# ysyx_23060203_clint

Figure 1. A small window of the routed layout (ysyx_23060203_clint).
Region (126, 22) to (146, 42) um. Cells in grey, sequential cells in the stronger grey; small squares are vias.
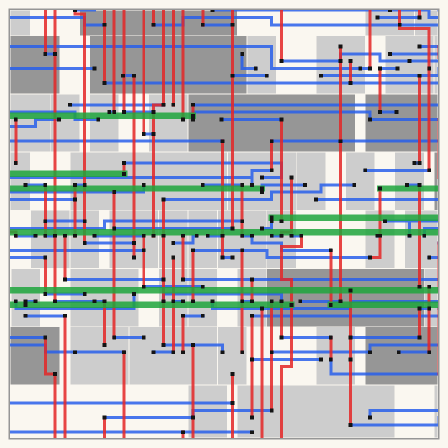

[config.mk]
export PLATFORM = sky130hd
export DESIGN_NAME = ysyx_23060203_clint
export DESIGN_NICKNAME = d
export VERILOG_FILES = /design/src/rtl/ysyx_23060203_clint_pkg.sv /design/src/rtl/ysyx_23060203_clint_mtime.sv /design/src/rtl/ysyx_23060203_clint.sv
export SDC_FILE = /design/constraint.sdc
export NUM_CORES = 1
export LEC_CHECK = 0
export ABC_AREA = 1
export CORE_ASPECT_RATIO = 0.7
export CORE_MARGIN = 4
export CORE_UTILIZATION = 50
export DETAILED_ROUTE_END_ITERATION = 6
export PLACE_DENSITY = 0.78
export SLEW_MARGIN = 5
export SYNTH_ARGS = -nofsm -noshare
export SYNTH_HDL_FRONTEND = slang
export SYNTH_HIERARCHICAL = 1
export SYNTH_SLANG_ARGS = --single-unit
[constraint.sdc]
create_clock -name clock -period 2.04 [get_ports clock]
set_clock_uncertainty 0.1 [all_clocks]
set_input_delay 0.51 -clock clock [delete_from_list [all_inputs] [get_ports clock]]
set_output_delay 0.51 -clock clock [all_outputs]
set_load 0.02 [all_outputs]
[src/rtl/ysyx_23060203_clint_pkg.sv]
`default_nettype none
// ============================================================================
// Module      : ysyx_23060203_clint_pkg
// Description : Shared types, constants and beat-decode helpers for the CLINT
//               read responder (state encoding, AXI response codes, register
//               offsets).
// Ports       : none (package)
// Revision    : 1.0 - initial release
// ============================================================================
package ysyx_23060203_clint_pkg;

   typedef enum logic [0:0] {
      IDLE  = 1'b0,
      BURST = 1'b1
   } state_t;

   localparam logic [1:0] OKAY   = 2'b00;
   localparam logic [1:0] SLVERR = 2'b10;
   localparam logic [1:0] DECERR = 2'b11;

   localparam logic [1:0] BURST_FIXED = 2'b00;
   localparam logic [1:0] BURST_INCR  = 2'b01;
   localparam logic [1:0] BURST_WRAP  = 2'b10;

   localparam logic [31:0] MTIME_LO = 32'h0000_0000;
   localparam logic [31:0] MTIME_HI = 32'h0000_0004;

   typedef struct packed {
      logic [1:0]  resp;
      logic [31:0] data;
   } beat_t;

   // Bursts wider than 32 bits or of WRAP type are rejected wholesale.
   function automatic logic is_bad_req(input logic [2:0] size, input logic [1:0] burst);
      return (size > 3'd2) || (burst == BURST_WRAP);
   endfunction

   // Response/data for one beat, given the word-aligned offset and snapshot.
   function automatic beat_t decode_beat(input logic bad, input logic [31:0] off,
                                         input logic [63:0] snap);
      beat_t b;
      b.resp = OKAY;
      b.data = '0;
      if (bad) begin
         b.resp = SLVERR;
      end else if (off == MTIME_LO) begin
         b.data = snap[31:0];
      end else if (off == MTIME_HI) begin
         b.data = snap[63:32];
      end else begin
         b.resp = DECERR;
      end
      return b;
   endfunction

endpackage
`default_nettype wire

[src/rtl/ysyx_23060203_clint_mtime.sv]
`default_nettype none
// ============================================================================
// Module      : ysyx_23060203_clint_mtime
// Description : Free-running 64-bit mtime counter with a 0..DIV-1 prescaler.
// Ports       : clock - system clock
//               reset - synchronous, active-high
//               mtime - live 64-bit counter value
// Revision    : 1.0 - initial release
// ============================================================================
module ysyx_23060203_clint_mtime #(
   parameter int DIV = 1
) (
   input  logic        clock,
   input  logic        reset,
   output logic [63:0] mtime
);

   logic [63:0] count;
   logic        tick;

   generate
      if (DIV <= 1) begin : g_no_prescale
         assign tick = 1'b1;
      end else begin : g_prescale
         localparam int PW = $clog2(DIV);
         localparam logic [PW-1:0] PRE_MAX = PW'(DIV - 1);
         logic [PW-1:0] pre;

         always_ff @(posedge clock) begin
            if (reset) begin
               pre <= '0;
            end else if (pre == PRE_MAX) begin
               pre <= '0;
            end else begin
               pre <= pre + PW'(1);
            end
         end

         // Tick on the last prescaler value so the first increment lands
         // exactly DIV cycles after reset.
         assign tick = (pre == PRE_MAX);
      end
   endgenerate

   // Natural 64-bit overflow gives the all-ones -> 0 wrap.
   always_ff @(posedge clock) begin
      if (reset) begin
         count <= '0;
      end else if (tick) begin
         count <= count + 64'd1;
      end
   end

   assign mtime = count;

endmodule
`default_nettype wire

[src/rtl/ysyx_23060203_clint.sv]
`default_nettype none
// ============================================================================
// Module      : ysyx_23060203_clint
// Description : AXI4 read-slave for the CLINT. Keeps a free-running mtime
//               and serves single/burst reads from a per-transaction
//               snapshot so multi-beat reads see a coherent 64-bit value.
// Ports       : clock, reset           - clock, sync active-high reset
//               arvalid/arready/araddr/arid/arlen/arsize/arburst - AR channel
//               rvalid/rready/rdata/rresp/rlast/rid             - R channel
//               mtime                  - live counter for timer compare logic
// Revision    : 1.0 - initial release
// ============================================================================
module ysyx_23060203_clint
   import ysyx_23060203_clint_pkg::*;
#(
   parameter int DIV      = 1,
   parameter int OFF_BITS = 16
) (
   input  logic        clock,
   input  logic        reset,
   input  logic        arvalid,
   output logic        arready,
   input  logic [31:0] araddr,
   input  logic [3:0]  arid,
   input  logic [7:0]  arlen,
   input  logic [2:0]  arsize,
   input  logic [1:0]  arburst,
   output logic        rvalid,
   input  logic        rready,
   output logic [31:0] rdata,
   output logic [1:0]  rresp,
   output logic        rlast,
   output logic [3:0]  rid,
   output logic [63:0] mtime
);

   state_t              state;
   state_t              state_next;

   logic [63:0]         snap;
   logic [OFF_BITS-1:0] off_q;
   logic [OFF_BITS-1:0] off_next;
   logic [OFF_BITS-1:0] ar_off;
   logic [7:0]          len_q;
   logic [7:0]          beat_q;
   logic [1:0]          burst_q;
   logic [2:0]          size_q;
   logic                ar_hs;
   logic                r_hs;
   beat_t               ar_beat;
   beat_t               nx_beat;
   logic                unused_addr;

   ysyx_23060203_clint_mtime #(
      .DIV (DIV)
   ) u_mtime (
      .clock (clock),
      .reset (reset),
      .mtime (mtime)
   );

   assign ar_hs = arvalid & arready;
   assign r_hs  = rvalid & rready;

   // Upper address bits were matched by the crossbar; byte lane bits are
   // ignored because every register is a full 32-bit word.
   assign unused_addr = ^{araddr[31:OFF_BITS], araddr[1:0]};
   assign ar_off      = {araddr[OFF_BITS-1:2], 2'b00};
   assign off_next    = (burst_q == BURST_INCR) ? off_q + OFF_BITS'(4) : off_q;

   // First beat decodes straight from the live counter: that is exactly the
   // value being captured into the snapshot on this edge.
   assign ar_beat = decode_beat(is_bad_req(arsize, arburst), 32'(ar_off), mtime);
   assign nx_beat = decode_beat(is_bad_req(size_q, burst_q), 32'(off_next), snap);

   // ---------------------------------------------------------------- FSM ---
   always_ff @(posedge clock) begin : p_state
      if (reset) begin
         state <= IDLE;
      end else begin
         state <= state_next;
      end
   end

   always_comb begin : p_next
      state_next = state;
      case (state)
         IDLE:    if (ar_hs) state_next = BURST;
         BURST:   if (r_hs && rlast) state_next = IDLE;
         default: state_next = IDLE;
      endcase
   end

   // arready is masked by reset so nothing is accepted while reset is held,
   // whatever state the register happens to hold at that moment.
   always_comb begin : p_out
      arready = 1'b0;
      rvalid  = 1'b0;
      case (state)
         IDLE:    arready = ~reset;
         BURST:   rvalid  = 1'b1;
         default: ;
      endcase
   end

   // ------------------------------------------------------- datapath -------
   // R outputs are registered one beat ahead: loaded at AR accept, then
   // reloaded on every non-final R handshake, held otherwise.
   always_ff @(posedge clock) begin : p_data
      if (reset) begin
         snap    <= '0;
         off_q   <= '0;
         len_q   <= '0;
         beat_q  <= '0;
         burst_q <= '0;
         size_q  <= '0;
         rdata   <= '0;
         rresp   <= '0;
         rlast   <= 1'b0;
         rid     <= '0;
      end else if (ar_hs) begin
         snap    <= mtime;
         off_q   <= ar_off;
         len_q   <= arlen;
         beat_q  <= '0;
         burst_q <= arburst;
         size_q  <= arsize;
         rid     <= arid;
         rdata   <= ar_beat.data;
         rresp   <= ar_beat.resp;
         rlast   <= (arlen == 8'd0);
      end else if (r_hs && !rlast) begin
         beat_q  <= beat_q + 8'd1;
         off_q   <= off_next;
         rdata   <= nx_beat.data;
         rresp   <= nx_beat.resp;
         rlast   <= ((beat_q + 8'd1) == len_q);
      end
   end

endmodule
`default_nettype wire

# tt_eval_engine

[config.mk]
export PLATFORM = sky130hd
export DESIGN_NAME = tt_eval_engine
export DESIGN_NICKNAME = d
export VERILOG_FILES = /design/src/rtl/tt_pkg.sv /design/src/rtl/tt_table_mem.sv /design/src/rtl/tt_eval_engine.sv
export SDC_FILE = /design/constraint.sdc
export NUM_CORES = 1
export LEC_CHECK = 0
export CAP_MARGIN = 20
export CORE_ASPECT_RATIO = 1.1
export CORE_MARGIN = 1
export CORE_UTILIZATION = 49
export DETAILED_ROUTE_END_ITERATION = 12
export PLACE_DENSITY = 0.76
export SKIP_CTS_REPAIR_TIMING = 1
export SLEW_MARGIN = 0
export SYNTH_ARGS = -nofsm -noshare
export SYNTH_HDL_FRONTEND = slang
export SYNTH_SLANG_ARGS = --single-unit
export TNS_END_PERCENT = 30
[constraint.sdc]
create_clock -name clk -period 1.5 [get_ports clk]
set_input_delay 0.375 -clock clk [delete_from_list [all_inputs] [get_ports clk]]
set_output_delay 0.375 -clock clk [all_outputs]
set_load 0.005 [all_outputs]
[src/rtl/tt_pkg.sv]
// Shared types and helpers for the truth-table evaluation engine.
package tt_pkg;

  typedef enum logic [1:0] {
    EMPTY   = 2'd0,
    LOADING = 2'd1,
    READY   = 2'd2
  } tt_state_e;

  function automatic int tt_depth(input int n);
    return 1 << n;
  endfunction

endpackage

[src/rtl/tt_table_mem.sv]
// Register-array lookup table: async-cleared, synchronous write, combinational read.
module tt_table_mem
  import tt_pkg::*;
#(
  parameter int N_IN  = 3,
  parameter int N_OUT = 2
) (
  input  logic             clk,
  input  logic             rst,
  input  logic             we,
  input  logic [N_IN-1:0]  waddr,
  input  logic [N_OUT-1:0] wdata,
  input  logic [N_IN-1:0]  raddr,
  output logic [N_OUT-1:0] rdata
);

  localparam int DEPTH = tt_depth(N_IN);

  logic [N_OUT-1:0] mem [DEPTH];

  always_ff @(posedge clk or posedge rst) begin
    if (rst) begin
      for (int i = 0; i < DEPTH; i++) mem[i] <= '0;
    end else if (we) begin
      mem[waddr] <= wdata;
    end
  end

  assign rdata = mem[raddr];

endmodule

[src/rtl/tt_eval_engine.sv]
// Programmable truth-table evaluator: burst-loaded table, valid/ready evaluation stream.
//   state   | meaning
//   EMPTY   | no load started since reset, evaluation blocked
//   LOADING | accepting cfg words into table[addr], evaluation blocked
//   READY   | table complete, evaluating input vectors
module tt_eval_engine
  import tt_pkg::*;
#(
  parameter int N_IN  = 3,
  parameter int N_OUT = 2
) (
  input  logic             clk,
  input  logic             rst,
  input  logic             cfg_start,
  input  logic             cfg_valid,
  input  logic [N_OUT-1:0] cfg_data,
  output logic             cfg_err,
  output logic             loaded,
  input  logic             in_valid,
  output logic             in_ready,
  input  logic [N_IN-1:0]  in_data,
  output logic             out_valid,
  input  logic             out_ready,
  output logic [N_OUT-1:0] out_data
);

  localparam int DEPTH = tt_depth(N_IN);
  localparam logic [N_IN-1:0] LAST_ADDR = N_IN'(DEPTH - 1);

  tt_state_e        state;
  logic [N_IN-1:0]  addr;
  logic             we;
  logic             accept;
  logic [N_OUT-1:0] rdata;

  // cfg_start blocks acceptance so a reload never races an evaluation.
  assign in_ready = (state == READY) && !cfg_start && (!out_valid || out_ready);
  assign accept   = in_valid && in_ready;
  assign we       = (state == LOADING) && cfg_valid && !cfg_start;

  tt_table_mem #(
    .N_IN  (N_IN),
    .N_OUT (N_OUT)
  ) u_table (
    .clk   (clk),
    .rst   (rst),
    .we    (we),
    .waddr (addr),
    .wdata (cfg_data),
    .raddr (in_data),
    .rdata (rdata)
  );

  always_ff @(posedge clk or posedge rst) begin
    if (rst) begin
      state     <= EMPTY;
      addr      <= '0;
      out_valid <= 1'b0;
      out_data  <= '0;
      cfg_err   <= 1'b0;
      loaded    <= 1'b0;
    end else begin
      if (cfg_start)
        cfg_err <= 1'b0;
      else if (cfg_valid && state != LOADING)
        cfg_err <= 1'b1;

      if (accept) begin
        out_valid <= 1'b1;
        out_data  <= rdata;
      end else if (out_ready) begin
        out_valid <= 1'b0;
      end

      case (state)
        EMPTY: begin
          if (cfg_start) begin
            state <= LOADING;
            addr  <= '0;
          end
        end
        LOADING: begin
          if (cfg_start) begin
            addr <= '0;
          end else if (cfg_valid) begin
            if (addr == LAST_ADDR) begin
              state  <= READY;
              loaded <= 1'b1;
              addr   <= '0;
            end else begin
              addr <= addr + N_IN'(1);
            end
          end
        end
        READY: begin
          if (cfg_start) begin
            state <= LOADING;
            addr  <= '0;
          end
        end
        default: begin
          state <= EMPTY;
          addr  <= '0;
        end
      endcase
    end
  end

endmodule

# battery_manager

==> src/rtl/battery_manager.sv <==
// -----------------------------------------------------------------------------
// battery_manager
//
// Debounces a per-channel "battery empty" flag from sampled levels and runs a
// round-robin selector that keeps one usable battery active.
//
// Ports
//   clk          : single clock, all state updates on the rising edge
//   rst          : asynchronous, active-high reset
//   sample_en    : batt_level carries a valid sample this cycle
//   batt_level   : N_BATT unsigned levels, channel i at [i*WIDTH +: WIDTH]
//   is_empty     : debounced empty flag per channel (1 = empty)
//   full_state   : every channel is non-empty
//   active_sel   : index of the selected battery
//   active_valid : active_sel names a usable battery (RUN state only)
//   switch_pulse : one-cycle strobe when active_sel is loaded
//   depleted     : no usable battery was found
//   low_warn     : (BATT_LOW_WARN_EN only) active level <= LOW_LVL at the
//                  last sample while active_valid was high
//
// Optional feature macro: BATT_LOW_WARN_EN
// -----------------------------------------------------------------------------
module battery_manager #(
  parameter int N_BATT      = 2,
  parameter int WIDTH       = 4,
  parameter int EMPTY_LVL   = 0,
  parameter int RECOVER_LVL = 2,
  parameter int DEBOUNCE    = 3,
  parameter int LOW_LVL     = 3
) (
  input  logic                      clk,
  input  logic                      rst,
  input  logic                      sample_en,
  input  logic [N_BATT*WIDTH-1:0]   batt_level,
  output logic [N_BATT-1:0]         is_empty,
  output logic                      full_state,
  output logic [$clog2(N_BATT)-1:0] active_sel,
  output logic                      active_valid,
  output logic                      switch_pulse,
  output logic                      depleted
`ifdef BATT_LOW_WARN_EN
  ,
  output logic                      low_warn
`endif
);

  localparam int SEL_W = $clog2(N_BATT);
  localparam int CNT_W = 4;  // DEBOUNCE is at most 15

  localparam logic [WIDTH-1:0] EMPTY_L   = WIDTH'(EMPTY_LVL);
  localparam logic [WIDTH-1:0] RECOVER_L = WIDTH'(RECOVER_LVL);
  // Counter value at which the next qualifying sample completes the debounce.
  localparam logic [CNT_W-1:0] DEB_LAST  = CNT_W'(DEBOUNCE - 1);

  typedef enum logic [1:0] {IDLE, SWITCH, RUN, DEPLETED} state_t;

  // ---------------------------------------------------------------------------
  // Debounce: one counter per channel counting consecutive samples that argue
  // for flipping the flag; anything else restarts the count. The gap between
  // EMPTY_LVL and RECOVER_LVL never qualifies, giving hysteresis.
  // ---------------------------------------------------------------------------
  logic [N_BATT-1:0] is_empty_q, is_empty_d;
  logic [CNT_W-1:0]  cnt_q [N_BATT];
  logic [CNT_W-1:0]  cnt_d [N_BATT];
  logic [WIDTH-1:0]  lvl;
  logic              qual;

  always_comb begin
    // NOTE: every combinational output gets a default first, so no path
    // through the block leaves it unassigned and no latch is inferred.
    is_empty_d = is_empty_q;
    lvl        = '0;
    qual       = 1'b0;
    for (int i = 0; i < N_BATT; i++) begin
      cnt_d[i] = cnt_q[i];
      lvl      = batt_level[i*WIDTH +: WIDTH];
      qual     = is_empty_q[i] ? (lvl >= RECOVER_L) : (lvl <= EMPTY_L);
      if (sample_en) begin
        if (!qual) begin
          cnt_d[i] = '0;
        end else if (cnt_q[i] >= DEB_LAST) begin
          is_empty_d[i] = ~is_empty_q[i];
          cnt_d[i]      = '0;
        end else begin
          cnt_d[i] = cnt_q[i] + CNT_W'(1);
        end
      end
    end
  end

  // ---------------------------------------------------------------------------
  // Round-robin search: first non-empty channel starting at search_base_q.
  // search_base_q is (active_sel+1) mod N_BATT, or 0 when leaving IDLE, so the
  // current channel is always tested last.
  // ---------------------------------------------------------------------------
  logic [SEL_W-1:0] search_base_q, search_base_d;
  logic [SEL_W-1:0] found_idx;
  logic             found;
  logic [SEL_W:0]   cand;

  always_comb begin
    found     = 1'b0;
    found_idx = '0;
    cand      = '0;
    for (int k = 0; k < N_BATT; k++) begin
      cand = {1'b0, search_base_q} + (SEL_W+1)'(k);
      if (cand >= (SEL_W+1)'(N_BATT)) cand = cand - (SEL_W+1)'(N_BATT);
      if (!found && !is_empty_q[cand[SEL_W-1:0]]) begin
        found     = 1'b1;
        found_idx = cand[SEL_W-1:0];
      end
    end
  end

  // ---------------------------------------------------------------------------
  // Controller FSM; all outputs are registered from the next-state values.
  // ---------------------------------------------------------------------------
  state_t           state_q, state_d;
  logic [SEL_W-1:0] active_sel_q, active_sel_d;
  logic [SEL_W-1:0] next_base;
  logic             active_valid_q, active_valid_d;
  logic             switch_pulse_q, switch_pulse_d;
  logic             depleted_q, depleted_d;
  logic             any_ready;

  assign any_ready = |(~is_empty_q);
  assign next_base = (active_sel_q == SEL_W'(N_BATT - 1)) ? '0
                                                          : active_sel_q + SEL_W'(1);

  always_comb begin
    state_d       = state_q;
    active_sel_d  = active_sel_q;
    search_base_d = search_base_q;
    unique case (state_q)
      IDLE: begin
        if (any_ready) begin
          state_d       = SWITCH;
          search_base_d = '0;
        end
      end
      SWITCH: begin
        if (found) begin
          state_d      = RUN;
          active_sel_d = found_idx;
        end else begin
          state_d = DEPLETED;
        end
      end
      RUN: begin
        // Only the active channel matters; other flags are ignored here.
        if (is_empty_q[active_sel_q]) begin
          state_d       = SWITCH;
          search_base_d = next_base;
        end
      end
      DEPLETED: begin
        if (any_ready) begin
          state_d       = SWITCH;
          search_base_d = next_base;
        end
      end
      default: state_d = IDLE;
    endcase
    switch_pulse_d = (state_q == SWITCH) && found;
    active_valid_d = (state_d == RUN);
    depleted_d     = (state_d == DEPLETED);
  end

`ifdef BATT_LOW_WARN_EN
  localparam logic [WIDTH-1:0] LOW_L = WIDTH'(LOW_LVL);
  logic low_warn_q, low_warn_d;

  // Judged against the outputs as they stand at the sample, held in between.
  always_comb begin
    low_warn_d = low_warn_q;
    if (sample_en) begin
      low_warn_d = active_valid_q &&
                   (batt_level[active_sel_q*WIDTH +: WIDTH] <= LOW_L);
    end
  end

  always_ff @(posedge clk or posedge rst) begin
    if (rst) low_warn_q <= 1'b0;
    else     low_warn_q <= low_warn_d;
  end

  assign low_warn = low_warn_q;
`endif

  // NOTE: sequential state uses non-blocking assignments only, so every flop
  // samples pre-edge values regardless of statement order.
  always_ff @(posedge clk or posedge rst) begin
    if (rst) begin
      is_empty_q     <= '1;
      // NOTE: the counter array is small and its reset value is observable
      // (restart after reset), so it is reset like any other flop.
      for (int i = 0; i < N_BATT; i++) cnt_q[i] <= '0;
      state_q        <= IDLE;
      active_sel_q   <= '0;
      search_base_q  <= '0;
      active_valid_q <= 1'b0;
      switch_pulse_q <= 1'b0;
      depleted_q     <= 1'b0;
    end else begin
      is_empty_q     <= is_empty_d;
      for (int i = 0; i < N_BATT; i++) cnt_q[i] <= cnt_d[i];
      state_q        <= state_d;
      active_sel_q   <= active_sel_d;
      search_base_q  <= search_base_d;
      active_valid_q <= active_valid_d;
      switch_pulse_q <= switch_pulse_d;
      depleted_q     <= depleted_d;
    end
  end

  assign is_empty     = is_empty_q;
  assign full_state   = &(~is_empty_q);
  assign active_sel   = active_sel_q;
  assign active_valid = active_valid_q;
  assign switch_pulse = switch_pulse_q;
  assign depleted     = depleted_q;

endmodule

==> config.mk <==
export PLATFORM = sky130hd
export DESIGN_NAME = battery_manager
export DESIGN_NICKNAME = d
export VERILOG_FILES = /design/src/rtl/battery_manager.sv
export SDC_FILE = /design/constraint.sdc
export NUM_CORES = 1
export LEC_CHECK = 0
export CORE_MARGIN = 4
export CORE_UTILIZATION = 50
export CTS_CLUSTER_DIAMETER = 100
export DETAILED_ROUTE_END_ITERATION = 10
export PLACE_DENSITY_LB_ADDON = 0.2
export SLEW_MARGIN = 10
export SYNTH_ARGS = -nofsm -noshare
export SYNTH_HDL_FRONTEND = slang
export SYNTH_SLANG_ARGS = --single-unit
==> constraint.sdc <==
create_clock -name clk -period 1.95 [get_ports clk]
set_input_delay 0.39 -clock clk [delete_from_list [all_inputs] [get_ports clk]]
set_output_delay 0.39 -clock clk [all_outputs]
set_load 0.05 [all_outputs]

==> screenshots <==
Congestion heat map.
picture 1
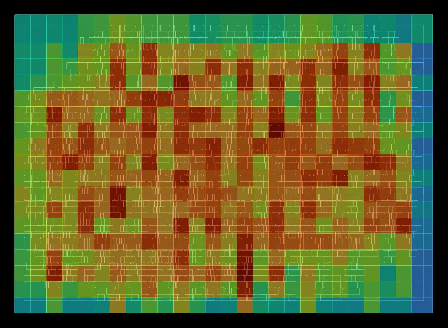
picture 2
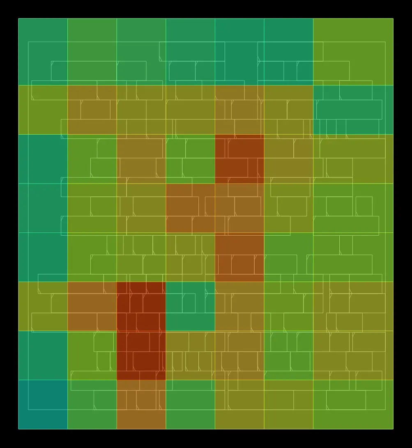
picture 3
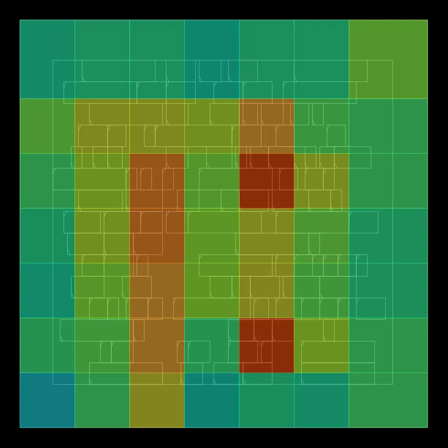
Picture 3 comes from battery_manager.
Picture 1 comes from ysyx_23060203_clint.
Picture 2 comes from tt_eval_engine.

Figure 2. Signal wires by layer (tt_eval_engine).
Scale: 6 px per um.
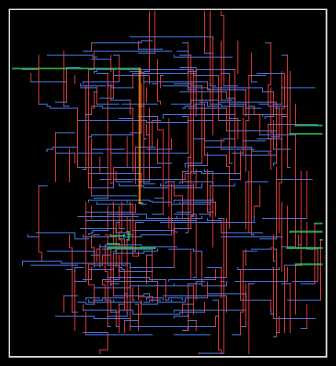
[blue] met1 | wire length: 1260 um
[green] met3 | wire length: 61.6 um
[red] met2 | wire length: 1370 um
[orange] met4 | wire length: 22.4 um
final wirelength: 2710 um
via count: 933
GR Util All Layers: 0.198
Routed WL per cell: 16.3 um

==> flow_metrics.tcl, tt_eval_engine <==
# implementation run metrics
set metrics [dict create \
    synthFlopType "dfrtp_1" \
    ys_warn_count 0 \
    r2r_setup_slack_ps -70 \
    timing.final.ws_setup_ps -65.9 \
    cts-root-buf "clkbuf_4" \
    antenna_cells 0 \
    status "finished with violations" \
    path_max_fanout 4 \
    timing.fmax_mhz 639 \
    setup_viol 12 \
    ys_sh_xor 0 \
    pg_seq_w 0.000809 \
    ant_nets 0 \
    antenna_found_initial 0 \
    worst_slew_pin_slew_ps 379 \
    buf_share 0.177 \
    power.share.switching 0.228 \
    violations "setup timing" \
]
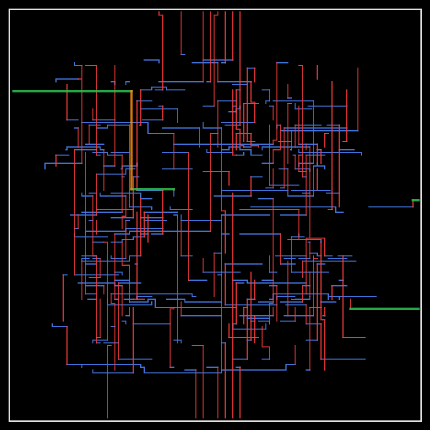
Figure 3: battery_manager, signal wires by layer.
Scale: 8 px per um.
[red] met2 | wire length: 918 um
[orange] met4 | wire length: 12.2 um
[blue] met1 | wire length: 699 um
[green] met3 | wire length: 29.2 um

==> flow_metrics.tcl, battery_manager <==
# implementation run metrics
set metrics [dict create \
    top_cells_by_area "dfrtp_1 (40%), ha_1 (11%), dfstp_2 (5.6%), inv_1 (4.4%), nand2b_1 (3.3%)" \
    cellPowerDensity_nw_per_um2 1490 \
    fin_worst_hold_slack_ps 428 \
    start_kind "register" \
    postPlaceCellArea_um2 1120 \
    synth_top_area_share 0.401 \
    detail_route.iter0.violations 4 \
    slew_violations 0 \
    worstPathRequired_ps 1560 \
    buf_share 0.152 \
    power_combinational_w 0.000911 \
    met2_usage 0.275 \
    dominant_cells "multi-input combinational cells" \
    critPathMaxStageDelay_ps 800 \
    use_met1 0.166 \
    ys_sh_xor 0 \
    cts_buffer_depth 2 \
    fp-utilization 0.537 \
    hold_class "input pin to async pin" \
    use_met3 0.0262 \
    syn-num-nets 110 \
    sh_seq_area 0.372 \
    hpwl_um 1300 \
    status "complete, no violations" \
]
Figure 4. Met4 routing (ysyx_23060203_clint).
Scale: 2 px per um.
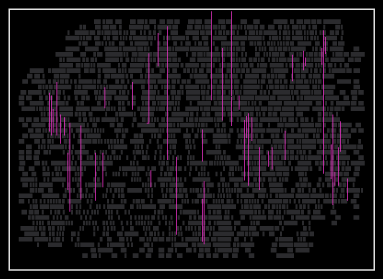
share of all routed wire: 2.6%
wire length on this layer: 1010 um
main direction: vertical
longest straight run: 71.4 um
nets with wire on the layer: 38

About Figure 1:
[red] met2
[blue] met1
[green] met3
most frequent: inv_1 (8), nand2_1 (4), nor2_1 (4)
sequential cells in the window: 3
netlist names of flops here include: snap (2), u_mtime/mtime (1)
cells with their middle in the window: 35

==> flow_metrics.tcl, ysyx_23060203_clint <==
# implementation run metrics
set metrics [dict create \
    layout_top_cell "nand2_1" \
    holdBufCountCts 0 \
    use_met3 0.0612 \
    violations "setup timing" \
    die_h_um 130 \
    cpMostUsedCell "nand3_2" \
    timing.final.ws_setup_ps -285 \
    critPathTopFamily "simple AND/OR/NAND/NOR gates" \
    synth_top_area_share 0.385 \
    use_met1 0.467 \
    mi_logic_area_um2 5550 \
    min_period_ps 2330 \
    routedWlPerCell_um 18.8 \
    power_frac_comb 0.189 \
    ys_warn_count 6 \
    adder_share 0.00355 \
    detail_route.iter0.violations 1574 \
    synth-compound-area-share 0.173 \
    chip_area_um2 23600 \
    slew_violations 0 \
    dr.pass1.iters 6 \
    r2r_start "off_q[8]" \
    layout.cells.non_filler 2051 \
    status "finished with violations" \
    r2r_cells 13 \
    cp_cell_sequence "nand2_1, nor2_4, buf_4, nand3_2, clkinv_1, nand3_2, a21oi_4, buf_4, nand3_4, buf_12, nand2_1, nand3_2, a21oi_2" \
    setup_viol 33 \
    met2_usage 0.474 \
    synthFlopType "dfxtp_1" \
    holdPathStages 2 \
]


==> gallery <==
Clock distribution.
panel A
Scale: 1.5 px per um.
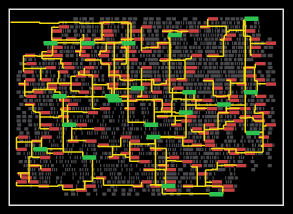
panel B
Scale: 4 px per um.
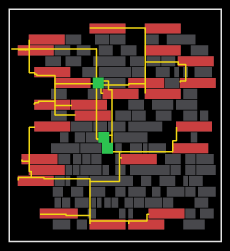
panel C
Scale: 6 px per um.
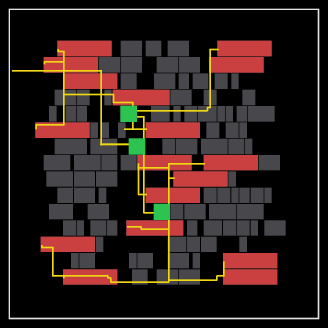
Panel B comes from tt_eval_engine.
Panel A comes from ysyx_23060203_clint.
Panel C comes from battery_manager.
- smallest die: panel C

